==================== hc_stream_xor_flat
hc_stream_xor_flat, sequential cells grouped by signal name:
The bar under the picture is 50 um long. Other sequential cells in the stronger grey, the rest of the logic in the fainter grey.
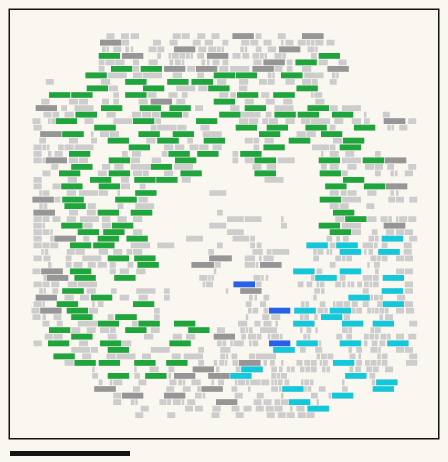

File: src/rtl/hc_stream_xor_if.sv
// hc_stream_xor_if: keystream and data-stream signals of the HC stream XOR block.
//   ks_next/ks_word/ks_valid       request/valid link to the cipher core
//   din/din_valid/din_ready        input data stream
//   dout/dout_valid/dout_ready     output data stream
// Modport master is the XOR block; modport slave is the core plus data endpoints.
interface hc_stream_xor_if;
   logic        ks_next;
   logic [31:0] ks_word;
   logic        ks_valid;
   logic [31:0] din;
   logic        din_valid;
   logic        din_ready;
   logic [31:0] dout;
   logic        dout_valid;
   logic        dout_ready;

   modport master (
      output ks_next,
      input  ks_word,
      input  ks_valid,
      input  din,
      input  din_valid,
      output din_ready,
      output dout,
      output dout_valid,
      input  dout_ready
   );

   modport slave (
      input  ks_next,
      output ks_word,
      output ks_valid,
      output din,
      output din_valid,
      input  din_ready,
      input  dout,
      input  dout_valid,
      output dout_ready
   );
endinterface

File: src/rtl/hc_stream_xor.sv
// hc_stream_xor: keystream consumer for the HC stream cipher datapath.
// Fetches 32-bit keystream words from the cipher core (one request outstanding at a time),
// prefetches them into a KS_DEPTH-word FIFO and XORs them one-for-one with the data stream.
// Encryption and decryption are the same operation.
// Ports:
//   clk        system clock, rising edge
//   reset_n    asynchronous active-low reset
//   enable     allows keystream requests (data path unaffected)
//   flush      one-cycle pulse: drop buffered/in-flight keystream, clear status
//   bus        keystream link and data streams (hc_stream_xor_if.master)
//   words_out  count of completed dout handshakes (wraps)
//   ks_error   sticky: ks_valid arrived with no request outstanding
module hc_stream_xor #(
   parameter int unsigned KS_DEPTH = 4
) (
   input  logic                   clk,
   input  logic                   reset_n,
   input  logic                   enable,
   input  logic                   flush,
   hc_stream_xor_if.master        bus,
   output logic [31:0]            words_out,
   output logic                   ks_error
);

   localparam int unsigned PtrW = (KS_DEPTH > 1) ? $clog2(KS_DEPTH) : 1;
   localparam int unsigned CntW = PtrW + 1;
   localparam logic [CntW-1:0] DepthCnt = CntW'(KS_DEPTH);

   typedef enum logic [1:0] {StIdle, StWait, StDiscard} state_e;

   state_e          state_q, state_d;
   logic            ks_next_q, ks_next_d;
   logic            ks_error_q, ks_error_d;
   logic [31:0]     mem_q [KS_DEPTH];
   logic [31:0]     mem_d [KS_DEPTH];
   logic [PtrW-1:0] wr_ptr_q, wr_ptr_d;
   logic [PtrW-1:0] rd_ptr_q, rd_ptr_d;
   logic [CntW-1:0] count_q, count_d;
   logic [31:0]     dout_q, dout_d;
   logic            dout_valid_q, dout_valid_d;
   logic [31:0]     words_q, words_d;

   logic            din_ready;
   logic            din_hs;
   logic            dout_hs;
   logic            ks_push;

   // Fetch FSM: next state and registered request pulse.
   always_comb begin
      state_d    = state_q;
      ks_next_d  = 1'b0;
      ks_error_d = ks_error_q;
      case (state_q)
         StIdle: begin
            if (bus.ks_valid) begin
               ks_error_d = 1'b1;
            end
            if (enable && (count_q < DepthCnt)) begin
               state_d   = StWait;
               ks_next_d = 1'b1;
            end
         end
         StWait: begin
            if (bus.ks_valid) begin
               state_d = StIdle;
            end
         end
         StDiscard: begin
            if (bus.ks_valid) begin
               state_d = StIdle;
            end
         end
         default: state_d = StIdle;
      endcase
      // A word still owed by the core must be swallowed when it finally arrives.
      if (flush) begin
         ks_next_d  = 1'b0;
         ks_error_d = 1'b0;
         state_d    = ((state_q != StIdle) && !bus.ks_valid) ? StDiscard : StIdle;
      end
   end

   // Keystream FIFO and output register.
   always_comb begin
      din_ready = (count_q != '0) & (~dout_valid_q | bus.dout_ready) & ~flush;
      din_hs    = bus.din_valid & din_ready;
      dout_hs   = dout_valid_q & bus.dout_ready;
      ks_push   = (state_q == StWait) & bus.ks_valid & ~flush;

      mem_d    = mem_q;
      wr_ptr_d = wr_ptr_q;
      rd_ptr_d = rd_ptr_q;
      count_d  = count_q;
      if (ks_push) begin
         mem_d[wr_ptr_q] = bus.ks_word;
         wr_ptr_d        = wr_ptr_q + PtrW'(1);
      end
      if (din_hs) begin
         rd_ptr_d = rd_ptr_q + PtrW'(1);
      end
      case ({ks_push, din_hs})
         2'b10:   count_d = count_q + CntW'(1);
         2'b01:   count_d = count_q - CntW'(1);
         default: count_d = count_q;
      endcase

      dout_d       = dout_q;
      dout_valid_d = dout_valid_q;
      words_d      = words_q;
      if (dout_hs) begin
         words_d = words_q + 32'd1;
      end
      if (din_hs) begin
         dout_d       = bus.din ^ mem_q[rd_ptr_q];
         dout_valid_d = 1'b1;
      end else if (dout_hs) begin
         dout_valid_d = 1'b0;
      end

      if (flush) begin
         wr_ptr_d     = '0;
         rd_ptr_d     = '0;
         count_d      = '0;
         dout_valid_d = 1'b0;
         words_d      = '0;
      end
   end

   always_ff @(posedge clk or negedge reset_n) begin
      if (!reset_n) begin
         state_q      <= StIdle;
         ks_next_q    <= 1'b0;
         ks_error_q   <= 1'b0;
         mem_q        <= '{default: '0};
         wr_ptr_q     <= '0;
         rd_ptr_q     <= '0;
         count_q      <= '0;
         dout_q       <= '0;
         dout_valid_q <= 1'b0;
         words_q      <= '0;
      end else begin
         state_q      <= state_d;
         ks_next_q    <= ks_next_d;
         ks_error_q   <= ks_error_d;
         mem_q        <= mem_d;
         wr_ptr_q     <= wr_ptr_d;
         rd_ptr_q     <= rd_ptr_d;
         count_q      <= count_d;
         dout_q       <= dout_d;
         dout_valid_q <= dout_valid_d;
         words_q      <= words_d;
      end
   end

   assign bus.ks_next    = ks_next_q;
   assign bus.din_ready  = din_ready;
   assign bus.dout       = dout_q;
   assign bus.dout_valid = dout_valid_q;
   assign words_out      = words_q;
   assign ks_error       = ks_error_q;

endmodule

File: src/flat_wrapper.sv
// flat-port wrapper written by rule: the top's interface ports become plain ports
module hc_stream_xor_flat 
#(
   parameter int unsigned KS_DEPTH = 4
)
  (clk, reset_n, enable, flush, words_out, ks_error, bus_ks_next, bus_ks_word, bus_ks_valid, bus_din, bus_din_valid, bus_din_ready, bus_dout, bus_dout_valid, bus_dout_ready);
  hc_stream_xor_if bus_i ();
  input  logic clk;
  input  logic reset_n;
  input  logic enable;
  input  logic flush;
  output logic [31:0] words_out;
  output logic ks_error;
  output wire logic [$bits(bus_i.ks_next)-1:0] bus_ks_next;
  input wire logic [$bits(bus_i.ks_word)-1:0] bus_ks_word;
  input wire logic [$bits(bus_i.ks_valid)-1:0] bus_ks_valid;
  input wire logic [$bits(bus_i.din)-1:0] bus_din;
  input wire logic [$bits(bus_i.din_valid)-1:0] bus_din_valid;
  output wire logic [$bits(bus_i.din_ready)-1:0] bus_din_ready;
  output wire logic [$bits(bus_i.dout)-1:0] bus_dout;
  output wire logic [$bits(bus_i.dout_valid)-1:0] bus_dout_valid;
  input wire logic [$bits(bus_i.dout_ready)-1:0] bus_dout_ready;
  assign bus_ks_next = bus_i.ks_next;
  assign bus_i.ks_word = bus_ks_word;
  assign bus_i.ks_valid = bus_ks_valid;
  assign bus_i.din = bus_din;
  assign bus_i.din_valid = bus_din_valid;
  assign bus_din_ready = bus_i.din_ready;
  assign bus_dout = bus_i.dout;
  assign bus_dout_valid = bus_i.dout_valid;
  assign bus_i.dout_ready = bus_dout_ready;
  hc_stream_xor #(.KS_DEPTH(KS_DEPTH)) u_core (.clk(clk), .reset_n(reset_n), .enable(enable), .flush(flush), .bus(bus_i), .words_out(words_out), .ks_error(ks_error));
endmodule
File: config.mk
export PLATFORM = sky130hd
export DESIGN_NAME = hc_stream_xor_flat
export DESIGN_NICKNAME = d
export VERILOG_FILES = /design/src/rtl/hc_stream_xor_if.sv /design/src/rtl/hc_stream_xor.sv /design/src/flat_wrapper.sv
export SDC_FILE = /design/constraint.sdc
export NUM_CORES = 1
export LEC_CHECK = 0
export CORE_MARGIN = 8
export CORE_UTILIZATION = 35
export CTS_BUF_LIST = sky130_fd_sc_hd__clkbuf_4
export DETAILED_ROUTE_END_ITERATION = 6
export SLEW_MARGIN = 20
export SYNTH_ARGS = -nofsm -noshare
export SYNTH_HDL_FRONTEND = slang
export SYNTH_SLANG_ARGS = --single-unit
File: constraint.sdc
create_clock -name clk -period 2.7 [get_ports clk]
set_input_delay 0.54 -clock clk [delete_from_list [all_inputs] [get_ports clk]]
set_output_delay 0.54 -clock clk [all_outputs]
set_load 0.02 [all_outputs]
==================== multi_board
### src/rtl/multi_board.sv
// Ball board: per-colour ball stock, lever-triggered dispatch,
// and a tray recording the colour of every ball that lands.
module multi_board #(
  parameter int NUM_COLORS = 2,
  parameter int AMOUNT = 8,
  localparam int CW = (NUM_COLORS > 2) ? $clog2(NUM_COLORS) : 1,
  localparam int DEPTH = NUM_COLORS * AMOUNT,
  localparam int AW = $clog2(DEPTH + 1),
  localparam int NW = $clog2(AMOUNT + 1)
) (
  input  logic                  clk,
  input  logic                  rst_n,
  input  logic [NUM_COLORS-1:0] trigger,
  input  logic                  refill,
  output logic                  ball_valid,
  output logic [CW-1:0]         ball_color,
  output logic [CW-1:0]         current_color,
  output logic                  no_balls,
  output logic [NUM_COLORS-1:0] empty_mask,
  output logic [DEPTH*CW-1:0]   tray,
  output logic [AW-1:0]         tray_amount,
  output logic                  tray_full
);

  typedef enum logic [1:0] {
    IDLE = 2'd0,
    RUN  = 2'd1,
    HALT = 2'd2
  } state_t;

  state_t state, state_nx;

  logic [NUM_COLORS-1:0] trigger_q;
  logic [NUM_COLORS-1:0] rise;
  logic [NW-1:0]         count [NUM_COLORS];
  logic [CW-1:0]         sel;
  logic                  any_rise;
  logic                  has_ball;
  logic                  dispatch;
  logic                  store;
  logic                  halt_hit;

  assign rise     = trigger & ~trigger_q;
  assign any_rise = |rise;
  assign has_ball = count[sel] != '0;

  // Lowest-index rising colour wins
  always_comb begin
    sel = '0;
    for (int i = NUM_COLORS - 1; i >= 0; i--) begin
      if (rise[i]) sel = CW'(i);
    end
  end

  // State register
  always_ff @(posedge clk) begin
    if (!rst_n) state <= IDLE;
    else        state <= state_nx;
  end

  // Next-state logic; refill overrides any rise
  always_comb begin
    state_nx = state;
    if (refill) begin
      state_nx = IDLE;
    end else begin
      unique case (state)
        IDLE, RUN: if (any_rise) state_nx = has_ball ? RUN : HALT;
        HALT:      state_nx = HALT;
        default:   state_nx = IDLE;
      endcase
    end
  end

  // Per-cycle actions derived from state and the selected rise
  always_comb begin
    dispatch = 1'b0;
    store    = 1'b0;
    halt_hit = 1'b0;
    if (!refill && any_rise && state != HALT) begin
      store    = state == RUN;
      dispatch = has_ball;
      halt_hit = !has_ball;
    end
  end

  // Datapath: trigger history, stock, tray and released-ball outputs
  always_ff @(posedge clk) begin
    if (!rst_n) begin
      trigger_q     <= '1;
      ball_valid    <= 1'b0;
      ball_color    <= '0;
      current_color <= '0;
      no_balls      <= 1'b0;
      tray          <= '0;
      tray_amount   <= '0;
      for (int c = 0; c < NUM_COLORS; c++) count[c] <= NW'(AMOUNT);
    end else begin
      trigger_q  <= trigger;
      ball_valid <= dispatch;
      if (refill) begin
        current_color <= '0;
        no_balls      <= 1'b0;
        tray          <= '0;
        tray_amount   <= '0;
        for (int c = 0; c < NUM_COLORS; c++) count[c] <= NW'(AMOUNT);
      end else begin
        if (store && tray_amount < AW'(DEPTH)) begin
          tray[int'(tray_amount)*CW +: CW] <= current_color;
          tray_amount <= tray_amount + AW'(1);
        end
        if (dispatch) begin
          count[sel]    <= count[sel] - NW'(1);
          current_color <= sel;
          ball_color    <= sel;
        end
        if (halt_hit) no_balls <= 1'b1;
      end
    end
  end

  // Status flags straight from registered state
  always_comb begin
    for (int c = 0; c < NUM_COLORS; c++) empty_mask[c] = count[c] == '0;
  end

  assign tray_full = tray_amount == AW'(DEPTH);

endmodule
### config.mk
export PLATFORM = sky130hd
export DESIGN_NAME = multi_board
export DESIGN_NICKNAME = d
export VERILOG_FILES = /design/src/rtl/multi_board.sv
export SDC_FILE = /design/constraint.sdc
export NUM_CORES = 1
export LEC_CHECK = 0
export ABC_CLOCK_PERIOD_IN_PS = 4600
export CAP_MARGIN = 20
export CORE_UTILIZATION = 30
export DETAILED_ROUTE_END_ITERATION = 12
export GPL_TIMING_DRIVEN = 0
export PLACE_DENSITY = 0.6
export SKIP_CTS_REPAIR_TIMING = 1
export SYNTH_ARGS = -nofsm -noshare
export SYNTH_HDL_FRONTEND = slang
export SYNTH_SLANG_ARGS = --single-unit
### constraint.sdc
create_clock -name clk -period 4.6 [get_ports clk]
set_input_delay 1.15 -clock clk [delete_from_list [all_inputs] [get_ports clk]]
set_output_delay 1.15 -clock clk [all_outputs]
set_load 0.005 [all_outputs]
==================== block_encode_top
`src/rtl/block_encode_pkg.sv`:
```
// Shared definitions for the 2x4 block encoder and its matching decoders:
// mode codes, word field positions and default frame geometry.
package block_encode_pkg;

  localparam int BLK_COLS_DEF = 180;
  localparam int BLK_ROWS_DEF = 780;

  typedef enum logic [1:0] {
    MODE_SP   = 2'b00,
    MODE_IC   = 2'b01,
    MODE_SP2  = 2'b10,
    MODE_HPTC = 2'b11
  } mode_e;

  // Encoded word layout (64 bits, header in the two MSBs)
  localparam int HDR_LSB     = 62;
  localparam int HDR_W       = 2;
  localparam int COLOR_A_LSB = 38;
  localparam int COLOR_B_LSB = 14;
  localparam int COLOR_W     = 24;
  localparam int IC_MAP_LSB  = 6;
  localparam int HPTC_MSB    = 61;
  localparam int HPTC_W      = 6;
  localparam int SP2_MSB     = 61;
  localparam int SP2_W       = 7;

endpackage

```
`src/rtl/blk_mode_pack.sv`:
```
// Combinational mode classification and packing of one 2x4 RGB888 block.
// pix[0..3] is the top row left to right, pix[4..7] the bottom row.
module blk_mode_pack
  import block_encode_pkg::*;
(
  input  logic [7:0][23:0] pix,
  output mode_e            mode,
  output logic [63:0]      word
);

  logic        all_eq;
  logic        found;
  logic        two_col;
  logic        gray;
  logic [23:0] color_b;

  always_comb begin
    all_eq  = 1'b1;
    found   = 1'b0;
    color_b = pix[0];
    for (int k = 1; k < 8; k++) begin
      if (pix[k] != pix[0]) begin
        all_eq = 1'b0;
        if (!found) begin
          found   = 1'b1;
          color_b = pix[k];
        end
      end
    end
    // Exactly two colours: every pixel is either A or the first differing colour
    two_col = ~all_eq;
    gray    = 1'b1;
    for (int k = 0; k < 8; k++) begin
      if ((pix[k] != pix[0]) && (pix[k] != color_b)) two_col = 1'b0;
      if ((pix[k][23:16] != pix[k][15:8]) || (pix[k][15:8] != pix[k][7:0])) gray = 1'b0;
    end
  end

  always_comb begin
    mode = MODE_SP2;
    if (all_eq)       mode = MODE_SP;
    else if (two_col) mode = MODE_IC;
    else if (gray)    mode = MODE_HPTC;
  end

  always_comb begin
    word = '0;
    unique case (mode)
      MODE_SP: word[COLOR_A_LSB +: COLOR_W] = pix[0];
      MODE_IC: begin
        word[COLOR_A_LSB +: COLOR_W] = pix[0];
        word[COLOR_B_LSB +: COLOR_W] = color_b;
        for (int k = 0; k < 8; k++) word[IC_MAP_LSB + k] = (pix[k] == color_b);
      end
      MODE_HPTC: begin
        for (int k = 0; k < 8; k++) word[HPTC_MSB - HPTC_W*k -: HPTC_W] = pix[k][23:18];
      end
      default: begin
        for (int k = 0; k < 8; k++)
          word[SP2_MSB - SP2_W*k -: SP2_W] = {pix[k][23:22], pix[k][15:13], pix[k][7:6]};
      end
    endcase
    word[HDR_LSB +: HDR_W] = mode;
  end

endmodule

```
`src/rtl/block_encode_top.sv`:
```
// Two-stage block encoder: S1 holds the pixels and position tag, S2 holds the
// packed word and its frame flags. out_mode mirrors the S2 header for checkers.
module block_encode_top
  import block_encode_pkg::*;
#(
  parameter int BLK_COLS = BLK_COLS_DEF,
  parameter int BLK_ROWS = BLK_ROWS_DEF
) (
  input  logic        clk_in,
  input  logic        rst_n,
  input  logic        in_valid,
  output logic        in_ready,
  input  logic        in_sof,
  input  logic [23:0] pixel0,
  input  logic [23:0] pixel1,
  input  logic [23:0] pixel2,
  input  logic [23:0] pixel3,
  input  logic [23:0] pixel4,
  input  logic [23:0] pixel5,
  input  logic [23:0] pixel6,
  input  logic [23:0] pixel7,
  output logic        out_valid,
  input  logic        out_ready,
  output logic [63:0] out_data,
  output logic        out_sof,
  output logic        out_eol,
  output logic        out_eof,
  output mode_e       out_mode
);

  localparam int CW = (BLK_COLS > 1) ? $clog2(BLK_COLS) : 1;
  localparam int RW = (BLK_ROWS > 1) ? $clog2(BLK_ROWS) : 1;
  localparam logic [CW-1:0] COL_LAST = CW'(BLK_COLS - 1);
  localparam logic [RW-1:0] ROW_LAST = RW'(BLK_ROWS - 1);

  // Handshake: a transfer happens on a rising edge where valid and ready are both
  // high; valid never depends on ready, and a stalled word (valid & ~ready) holds.
  logic             s1_valid, s2_valid;
  logic [7:0][23:0] s1_pix;
  logic             s1_sof, s1_eol, s1_eof;
  logic             s2_load, accept;
  logic [CW-1:0]    col, tag_col;
  logic [RW-1:0]    row, tag_row;
  mode_e            pack_mode;
  logic [63:0]      pack_word;

  assign s2_load   = ~s2_valid | out_ready;
  assign in_ready  = ~s1_valid | s2_load;
  assign accept    = in_valid & in_ready;
  assign out_valid = s2_valid;

  // in_sof forces the tag to (0,0); the counters then advance from the tag
  assign tag_col = in_sof ? '0 : col;
  assign tag_row = in_sof ? '0 : row;

  always_ff @(posedge clk_in or negedge rst_n) begin
    if (!rst_n) begin
      col <= '0;
      row <= '0;
    end else if (accept) begin
      if (tag_col == COL_LAST) begin
        col <= '0;
        row <= (tag_row == ROW_LAST) ? '0 : tag_row + 1'b1;
      end else begin
        col <= tag_col + 1'b1;
        row <= tag_row;
      end
    end
  end

  always_ff @(posedge clk_in or negedge rst_n) begin
    if (!rst_n) begin
      s1_valid <= 1'b0;
      s1_pix   <= '0;
      s1_sof   <= 1'b0;
      s1_eol   <= 1'b0;
      s1_eof   <= 1'b0;
    end else if (in_ready) begin
      s1_valid <= in_valid;
      if (in_valid) begin
        s1_pix <= {pixel7, pixel6, pixel5, pixel4, pixel3, pixel2, pixel1, pixel0};
        s1_sof <= (tag_col == '0) && (tag_row == '0);
        s1_eol <= (tag_col == COL_LAST);
        s1_eof <= (tag_col == COL_LAST) && (tag_row == ROW_LAST);
      end
    end
  end

  blk_mode_pack u_pack (
    .pix  (s1_pix),
    .mode (pack_mode),
    .word (pack_word)
  );

  always_ff @(posedge clk_in or negedge rst_n) begin
    if (!rst_n) begin
      s2_valid <= 1'b0;
      out_data <= '0;
      out_mode <= MODE_SP;
      out_sof  <= 1'b0;
      out_eol  <= 1'b0;
      out_eof  <= 1'b0;
    end else if (s2_load) begin
      s2_valid <= s1_valid;
      if (s1_valid) begin
        out_data <= pack_word;
        out_mode <= pack_mode;
        out_sof  <= s1_sof;
        out_eol  <= s1_eol;
        out_eof  <= s1_eof;
      end
    end
  end

endmodule

```
`config.mk`:
```
export PLATFORM = sky130hd
export DESIGN_NAME = block_encode_top
export DESIGN_NICKNAME = d
export VERILOG_FILES = /design/src/rtl/block_encode_pkg.sv /design/src/rtl/blk_mode_pack.sv /design/src/rtl/block_encode_top.sv
export SDC_FILE = /design/constraint.sdc
export NUM_CORES = 1
export LEC_CHECK = 0
export ABC_AREA = 1
export CAP_MARGIN = 20
export CORE_ASPECT_RATIO = 1.75
export CORE_MARGIN = 2
export CORE_UTILIZATION = 45
export CTS_CLUSTER_DIAMETER = 200
export DETAILED_ROUTE_END_ITERATION = 7
export PLACE_DENSITY_LB_ADDON = 0.3
export SLEW_MARGIN = 15
export SYNTH_ARGS = -nofsm -noshare
export SYNTH_HDL_FRONTEND = slang
export SYNTH_SLANG_ARGS = --single-unit
```
`constraint.sdc`:
```
create_clock -name clk_in -period 5.2 [get_ports clk_in]
set_input_delay 0.78 -clock clk_in [delete_from_list [all_inputs] [get_ports clk_in]]
set_output_delay 0.78 -clock clk_in [all_outputs]
set_load 0.02 [all_outputs]
```
==================== rgb2gray
[src/rtl/rgb2gray.sv]
// rgb2gray: two-stage stallable RGB-to-grayscale converter.
// Stage 1 sums R+G+B and stage 2 divides the sum by 3. Pushes are counted
// per frame, and frame_done pulses once after the last pixel of each frame.
module rgb2gray #(
  parameter int DWIDTH_IN  = 24,
  parameter int DWIDTH_OUT = 8,
  parameter int IMG_WIDTH  = 720,
  parameter int IMG_HEIGHT = 540
) (
  input  logic                  clock,
  input  logic                  reset,
  output logic                  fifo_in_rd_en,
  input  logic [DWIDTH_IN-1:0]  fifo_in_dout,
  input  logic                  fifo_in_empty,
  output logic                  fifo_out_wr_en,
  output logic [DWIDTH_OUT-1:0] fifo_out_din,
  input  logic                  fifo_out_full,
  output logic                  frame_done
);

  localparam int XW = (IMG_WIDTH  > 1) ? $clog2(IMG_WIDTH)  : 1;
  localparam int YW = (IMG_HEIGHT > 1) ? $clog2(IMG_HEIGHT) : 1;
  localparam logic [XW-1:0] X_LAST = XW'(IMG_WIDTH - 1);
  localparam logic [YW-1:0] Y_LAST = YW'(IMG_HEIGHT - 1);

  logic [9:0]            sum_r;
  logic [9:0]            sum_next;
  logic                  v1;
  logic                  out_valid;
  logic                  adv;
  logic [19:0]           prod;
  logic [DWIDTH_OUT-1:0] div3;
  logic [XW-1:0]         x;
  logic [YW-1:0]         y;

  // Single pipeline enable: both stages move unless a valid pixel is blocked.
  assign adv            = ~out_valid | ~fifo_out_full;
  // Reset gates both handshakes so nothing is popped or pushed during reset.
  assign fifo_in_rd_en  = ~reset & ~fifo_in_empty & adv;
  assign fifo_out_wr_en = ~reset & out_valid & ~fifo_out_full;

  assign sum_next = 10'(fifo_in_dout[23:16]) + 10'(fifo_in_dout[15:8]) + 10'(fifo_in_dout[7:0]);

  // floor(s/3) == (s*683)>>11 for every s in 0..765, so no divider is needed.
  assign prod = 20'(sum_r) * 20'd683;
  assign div3 = DWIDTH_OUT'(prod >> 11);

  // Sum and divide stages; both hold together whenever adv is low.
  always_ff @(posedge clock) begin
    if (reset) begin
      // NOTE: state registers use non-blocking assignments so every stage
      // samples the pre-edge value of the stage before it.
      sum_r        <= '0;
      v1           <= 1'b0;
      fifo_out_din <= '0;
      out_valid    <= 1'b0;
    end else if (adv) begin
      sum_r        <= sum_next;
      v1           <= fifo_in_rd_en;
      fifo_out_din <= div3;
      out_valid    <= v1;
    end
  end

  // Raster position of the next pushed pixel, plus the end-of-frame pulse.
  always_ff @(posedge clock) begin
    if (reset) begin
      x          <= '0;
      y          <= '0;
      frame_done <= 1'b0;
    end else begin
      frame_done <= 1'b0;
      if (fifo_out_wr_en) begin
        if (x == X_LAST) begin
          x <= '0;
          if (y == Y_LAST) begin
            y          <= '0;
            frame_done <= 1'b1;
          end else begin
            y <= y + 1'b1;
          end
        end else begin
          x <= x + 1'b1;
        end
      end
    end
  end

endmodule

[config.mk]
export PLATFORM = sky130hd
export DESIGN_NAME = rgb2gray
export DESIGN_NICKNAME = d
export VERILOG_FILES = /design/src/rtl/rgb2gray.sv
export SDC_FILE = /design/constraint.sdc
export NUM_CORES = 1
export LEC_CHECK = 0
export ABC_AREA = 1
export CORE_MARGIN = 1
export CORE_UTILIZATION = 40
export DETAILED_ROUTE_END_ITERATION = 12
export MAX_ROUTING_LAYER = met4
export PLACE_DENSITY_LB_ADDON = 0.25
export SLEW_MARGIN = 15
export SYNTH_ARGS = -nofsm -noshare
export SYNTH_HDL_FRONTEND = slang
export SYNTH_SLANG_ARGS = --single-unit
export TNS_END_PERCENT = 20
[constraint.sdc]
create_clock -name clock -period 4.5 [get_ports clock]
set_input_delay 0.9 -clock clock [delete_from_list [all_inputs] [get_ports clock]]
set_output_delay 0.9 -clock clock [all_outputs]
set_load 0.01 [all_outputs]
multi_board, gate-type map:
The bar under the picture is 20 um long.
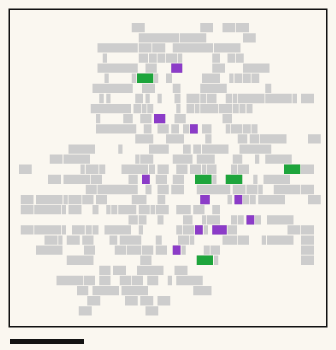
[adder and majority cells] green | cells: 5
[AND and OR gates] purple | cells: 10
number of standard cells in the final layout excluding fillers: 331
most frequently placed logic cell in the final layout: sky130_fd_sc_hd__clkdlybuf4s50_1
Comb area share: 42.9%

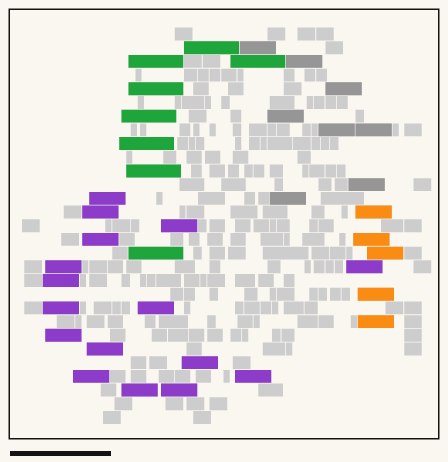
multi_board: sequential cells grouped by signal name
The bar under the picture is 20 um long. Other sequential cells in the stronger grey, the rest of the logic in the fainter grey.
[count] green | flops: 8
[tray] purple | flops: 16
[tray_amount] orange | flops: 5 | where: east

==> run notes, multi_board <==
Latest figures from synthesis and place and route.

The timing report attributes the biggest portion of critical-path delay to simple AND/OR/NAND/NOR gates. The worst hold path passes through 2 cells. In the per-layer summary, the met1 wirelength comes to 2.55 mm. The class of the most critical hold timing path is flop to flop. The delay of the slowest cell on the worst path is ~490 ps. The global routing report lists met2 layer usage as 22.7%. With fillers left out, the area of the finished cells amounts to around 2600 um2. The final count of negative-setup-slack endpoints is 0. Across the routed clock network, the largest skew measured is between 15 and 20 ps. Per the post-route antenna check, the number of violating nets is 0. The main flop type is sky130_fd_sc_hd__dfxtp_1.

The layout sequential cell count is 37. The minimum period implied by the final worst setup slack is around 3800 ps. The power per unit of standard cell area is roughly 250 nW/um2. The mean number of vias per cell is 5.45.

After technology mapping, the gate count stands at 214. On met1, the global router reports a usage of 22.1%. The analysis reports a worst IR drop on VDD of 0.000115 V. The destination of the critical timing path is count[0][2]$_SDFFCE_PN0P_. Setup repair after global routing left no endpoint under its margin.

The first detailed-routing pass took 4 iterations. Detailed routing placed a total of 2.31 mm of wire on met2. Sorting the synthesized cells by area gives the leading types as sky130_fd_sc_hd__dfxtp_1, sky130_fd_sc_hd__edfxtp_1, sky130_fd_sc_hd__mux2i_1. The worst setup path is of the input pin to flop kind. The combinational gate area is 1110 um2. The critical path depth is 11. The critical path endpoint has a required time of 4680 ps.

Of all the cell area in the finished design, non-clock buffers hold 16.0%. The post-synth net total is around 220. The flow ran to the end, and the final reports show no timing, DRC or antenna violations.

The first-pass GRT wire length is 8.67 mm. In the hold report, the worst path ends at no_balls$_SDFFE_PP0P_. The sequential cell area is roughly 820 um2. The report shows a maximum critical-path fanout of 9.

The repair_antennas step left the layout with diodes totalling 0. The largest individual stage delay along the critical path comes from the cell sky130_fd_sc_hd__clkdlybuf4s50_1. The yosys cell count is 214.

The initial antenna violation count came to 0. The warning count from the yosys run is 0. By area, multi-input combinational cells come first.

Yosys mapped a number of flops with a built-in enable equal to 8. The count of H-tree levels built during CTS is 2. The mean instance size in the synthesized netlist is approximately 9.7 um2.

The flow inserted just under 80 tap cells. For this sky-water flow run, the detailed-routed wirelength per cell is reported as 15.5 um. After the last flow step, the layout net total stands at about 260.
[multi_board: power breakdown]
part / total [mW] / leakage (nW) / switching, mW / internal [mW]
clock: 0.282 / 0.0599 / 0.127 / 0.155
combinational: 0.0399 / 0.456 / 0.0230 / 0.0169
sequential: 0.339 / 0.316 / 0.00345 / 0.336
[multi_board: through the flow]
step | worst slack, ps | instances | utilization, %
final | 782 | 331 | 40.0
after global routing | 548 | 331 | 40.0
after detailed placement | 444 | 323 | 38.2
after global placement | 508 | 323 | 38.2
after floorplan | 1310 | 214 | -
after CTS | 739 | 331 | 40.0
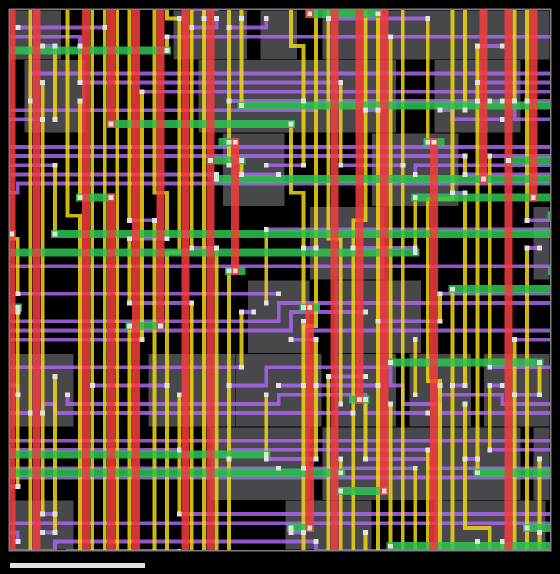
Block_encode_top: a small window of the routed layout
The bar under the picture is 5 um long. Window x 74 to 94, y 194 to 214 um. Cells in grey, sequential cells in the stronger grey; small squares are vias.
[met4] red
[met3] green
[met1] purple
[met2] yellow
sequential cells in the window: 0
cells with their middle in the window: 25
most frequent: xor2_1 (6), nand4_1 (3), nor4_1 (3)

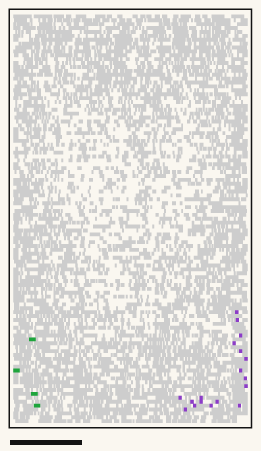
Block_encode_top: gate-type map
The bar under the picture is 50 um long.
[adder and majority cells] green | cells: 4 | where: south-west
[AND and OR gates] purple | cells: 18 | where: south-east
number of standard cells in the final layout excluding fillers: 4,557
Comb area share: 42.3%
most frequently placed logic cell in the final layout: sky130_fd_sc_hd__nand2_1

==> run notes, block_encode_top <==
Latest figures from synthesis and place and route.

The synthesized netlist has a Yosys-reported chip area of 21,200 um2. The clock sink count is 276. Internal power comes to 5.44 mW. The leakage power total is 14.8 nW. For reference, simple AND, OR, NAND and NOR cells occupy 40.9% of the area reported after synthesis. After synthesis, flip-flops and latches occupy approximately 33% of the total area. After detailed routing, the total wire length is 124 mm. The registers reported with the highest flop counts are s1_pix (192), out_data (56), row (10). The run finished with clean final reports. The worst register-to-register path has a depth of 36. Multi-input combinational cells in the finished layout were counted as 2,525. The horizontal die dimension is 168 um. In this run the maximum-capacitance check reported violations numbering 0. The count of state elements after synthesis is around 280. In the final layout, the share of cells above drive strength 1 is 19.1%. The transition time recorded at the tightest slew-check pin is between 1000 and 1500 ps. The pre-CTS setup check shows a worst slack of 19.0 ps. Setup total negative slack on the finished layout was measured at 0 ps. The worst reg-to-reg setup slack is 140 ps.

The number of placed instances with taps included is 4,492. The power per unit of standard cell area is 337 nW/um2.
[block_encode_top: layer usage]
layer  global-route usage, %  wire length [um]  share of wire, %  up-vias
li1                        -                 -                 -    11700
met4                    52.2             17200                14        4
met1                    50.6             39400                32    12300
met3                    11.4             11300               9.2      812
met2                    80.8             55900                45     1848
met5                       0                21             0.017        -
[block_encode_top: repair_timing]
item                       in CTS  in global routing
resized                         1                 31
gates cloned                    0                  3
pin swaps                       0                  3
setup buffers                   0                  9
hold endpoints to repair        0                  0
setup endpoints to repair      10                 56
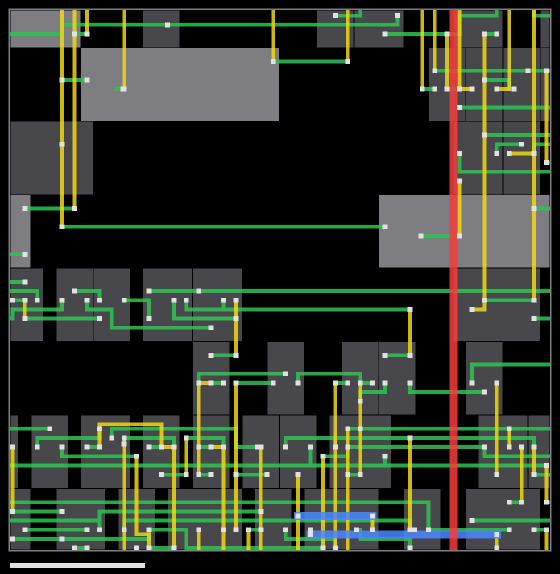
rgb2gray: a small window of the routed layout
The bar under the picture is 5 um long. Window x 42 to 62, y 63 to 83 um. Cells in grey, sequential cells in the stronger grey; small squares are vias.
[met3] blue
[met4] red
[met1] green
[met2] yellow
sequential cells in the window: 2
most frequent: nand2_1 (11), nor2_1 (7)
netlist names of flops here include: y (2)
cells with their middle in the window: 38

==> run notes, rgb2gray <==
Latest figures from synthesis and place and route.

According to the floorplan report, the die height is 104 um. The most numerous cell type found on the critical path is sky130_fd_sc_hd__nand2_1. Measured on the final layout, the clock distribution area share stands at 1.99%. The sum of met2 wire segment lengths after detailed routing is 4.38 mm. The worst slew slack as a fraction of its limit is 62.1%. Looking at the reg2reg group, the worst path ends at fifo_out_din[3]$_SDFFE_PP0P_. The clock root buffer is sky130_fd_sc_hd__clkbuf_8. The layout has 6 clock buffers. The initial antenna violation count is 0.

The fraction of cell area in multi-input combinational cells is reported as between 50% and 60%. Synthesis instantiated 40 different standard cells from the library. The warning count from the yosys run is 0. Setup repair after global routing left no endpoint under its margin. The number of hold buffers added after CTS was 0.

For this run, the detailed router's first-pass iteration total came to 4. For hold timing, the worst endpoint is fifo_out_din[0]$_SDFFE_PP0P_. The destination of the critical timing path is fifo_out_din[3]$_SDFFE_PP0P_.

The net count after synthesis is 680. The routed design uses 326 um of met3 wire. On the reported timing paths, the clock transition at the registers reads about 80 ps.

The multi-input combinational cells in the finished layout cover a total of 2910 um2. The mean number of vias per cell is about 4.9. The share of the synthesized area in the top cell type is 20.0%. The chip area is 10,900 um2.

During tapcell insertion the tool placed between 100 and 150 well taps. For this run, the leading register cell type out of synthesis is sky130_fd_sc_hd__dfxtp_1. The flow reports that sequential cells draw 16.9% of the design power.

The synthesized netlist cell count is 555. The worst setup path category is flop to flop. The required arrival time at the worst endpoint is 4690 ps.

The total negative slack for setup checks is 0 ps. In the final layout, the registers with the most flip-flops are sum_r (10), x (10), y (10). The number of buffers inserted to repair setup after CTS is 0. The flow ran to the end, and the final reports show no timing, DRC or antenna violations.

The critical path launch point type is a flop. The cell-mix breakdown from Yosys lists the adder-cell area share as 34.4%. In the layout the tool counted multi-input logic cells amounting to ~400. Counting plain and timing-repair buffers in the layout gives 43.

Per the detailed placement report, the placed cell area equals 4750 um2. A synthesized cell averages 7.53 um2. The worst path meets setup with 250 ps of slack. The area recorded from the Yosys report for this design is 4180 um2.

The routed wire length per instance is approximately 13 um. The report shows a maximum critical-path fanout of 6. The compound-cell area share of the yosys netlist is 10.1%. The post-route DRC violation count is 0.

By area the synthesized netlist is led by sky130_fd_sc_hd__ha_1, sky130_fd_sc_hd__dfxtp_1, sky130_fd_sc_hd__fa_1. The worst clock skew is 11.9 ps.
## rgb2gray: placed cells by master (no fill, tap or decap), drive strengths merged, types with 2 or more instances in the layout
cell	Yosys	routed
a21o	3	3
a21oi	32	32
a31oi	2	2
buf	1	5
clkbuf	2	6
clkdlybuf4s50	0	38
clkinv	1	3
dfxtp	41	41
fa	30	30
ha	67	67
inv	114	114
nand2	101	101
nand3	21	21
nand4	8	8
nor2	61	61
nor3	10	10
nor3b	2	2
nor4	3	3
o21a	3	3
o21ai	23	23
o21bai	5	5
o22ai	2	2
or2	3	3
xnor2	4	4
xor2	9	9
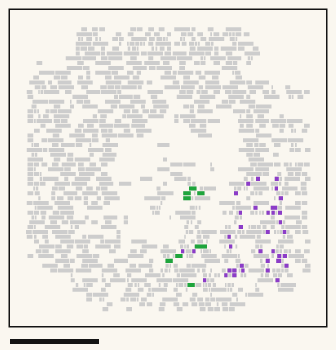
hc_stream_xor_flat: gate-type map
The bar under the picture is 50 um long.
[adder and majority cells] green | cells: 8
[AND and OR gates] purple | cells: 36 | where: south-east

About 'sequential cells grouped by signal name' of hc_stream_xor_flat:
[u_core.words_out] cyan | flops: 32
[u_core.mem_q] green | flops: 128
[u_core.count_q] blue | flops: 3
not coloured: 41
sequential standard cell area: 5110 um2
final core occ: 46.1%
sequential portion of the cell area: 42.7%

==> run notes, hc_stream_xor_flat <==
Latest figures from synthesis and place and route.

The run finished with clean final reports. The launch point of the worst reg-to-reg path is u_core.words_out[15]$_DFFE_PN0P_. The initial utilization of the core area, before any placement, comes to a little over a third. The floorplan has 59 rows. The cell area that synthesis handed to floorplanning was about 9200 um2. The portion of the post-synthesis area used by sequential elements is between 50% and 60%.

Among all cell classes, the greatest summed area belongs to registers. The setup slack of the critical path after layout is 314 ps. The initial antenna violation count is 1. The number of synthesized flops with an enable pin is 0.

The peak ir drop on the vdd network is 0.000430 V. Cells with a size suffix above 1 make up around 31% of the layout. The post-route report lists met1 wire length as 9.28 mm. Per the synth stats, the proportion of register bits with asynchronous set or reset is 100%. Counting plain and timing-repair buffers in the layout gives 166. Dividing the detail-routed wire length by the instance count gives 16.8 um. The biggest power consumer among the groups is sequential cells. The post-route worst hold slack is between 400 and 500 ps. Among all stages on the critical path, the largest delay is contributed by sky130_fd_sc_hd__dfrtp_1.

In the final layout, the fill cell count is ~2,400. In this run the critical path is formed by nor2b_1 > nor3_1 > dlygate4sd2_1. For this design the static power due to leakage is 5.20 nW. Per the synthesis report, the single largest cell type by area occupies 55.4% of cell area.

The critical path ends at bus_din_ready. The final timing report lists a max-slew violation count of 0. Checking max transition, the worst relative margin is 59.2%. The post-synthesis to final-layout area growth is 29.8%. The TritonCTS clock tree is done. The type of element capturing the critical path is an output port. Setup repair after global routing left no endpoint under its margin. Of all the cell area in the finished design, the clock network holds 6.01%. The layout report lists the multi-input gate area as 3930 um2. The number of buffers and inverters on the critical path is 1. The dominant cell type by area after synthesis is sky130_fd_sc_hd__dfrtp_1.

For flop-to-flop paths, the worst setup slack is 540 ps. OpenSTA lists the critical path startpoint as u_core.bus.dout_valid$_DFFE_PN0P_. The delay of the slowest cell on the worst path is 430 ps. The last timing report of the flow puts the setup violation total at 0.
hc_stream_xor_flat: per-stage QoR:
stage | power [mW] | util [%] | cells
2_1_floorplan | 5.56 | - | 695
3_3_place_gp | 6.55 | 43.3 | 1156
3_5_place_dp | 6.61 | 43.3 | 1156
4_1_cts | 9.45 | 46.1 | 1261
5_1_grt | 9.87 | 46.1 | 1262
6_report | 9.24 | 46.1 | 1262

==> gallery <==
Track usage over the die.
Plate I
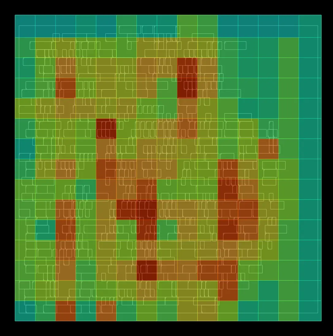
Plate II
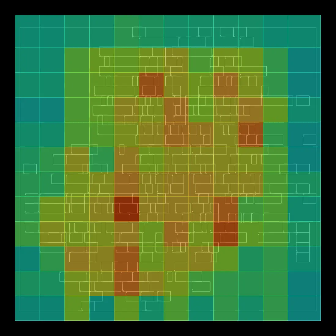
Plate III
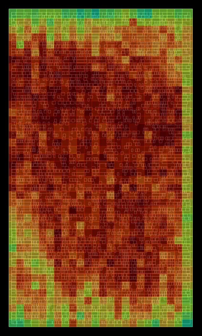
Plate IV
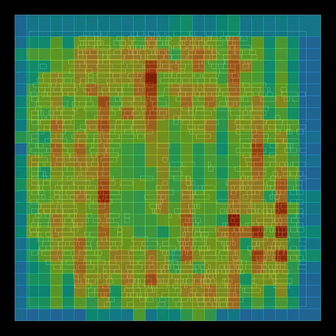
Of these, highest track usage: Plate III
Of these, highest utilization: Plate III
- rgb2gray = Plate I
- block_encode_top = Plate III
- multi_board = Plate II
- hc_stream_xor_flat = Plate IV



==> notes/layouts.md <==
Pictures saved along the way, in no particular order.

Signal wires by layer.
picture 1
The bar under the picture is 50 um long.
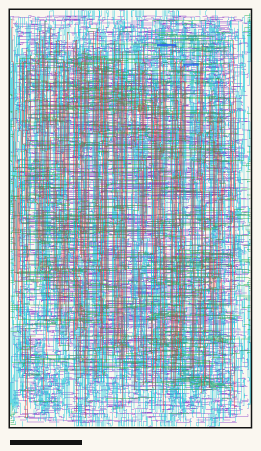
picture 2
The bar under the picture is 20 um long.
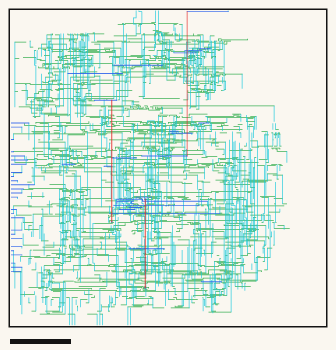
picture 3
The bar under the picture is 50 um long.
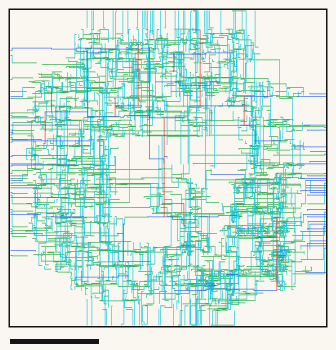
picture 4
The bar under the picture is 20 um long.
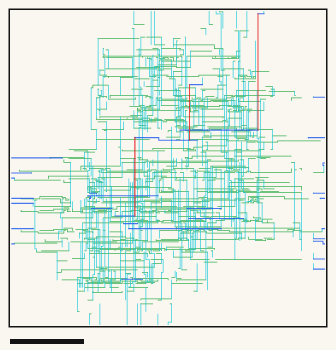
picture 3: hc_stream_xor_flat
picture 1: block_encode_top
picture 4: multi_board
picture 2: rgb2gray

Power and IR drop assume default switching activity.
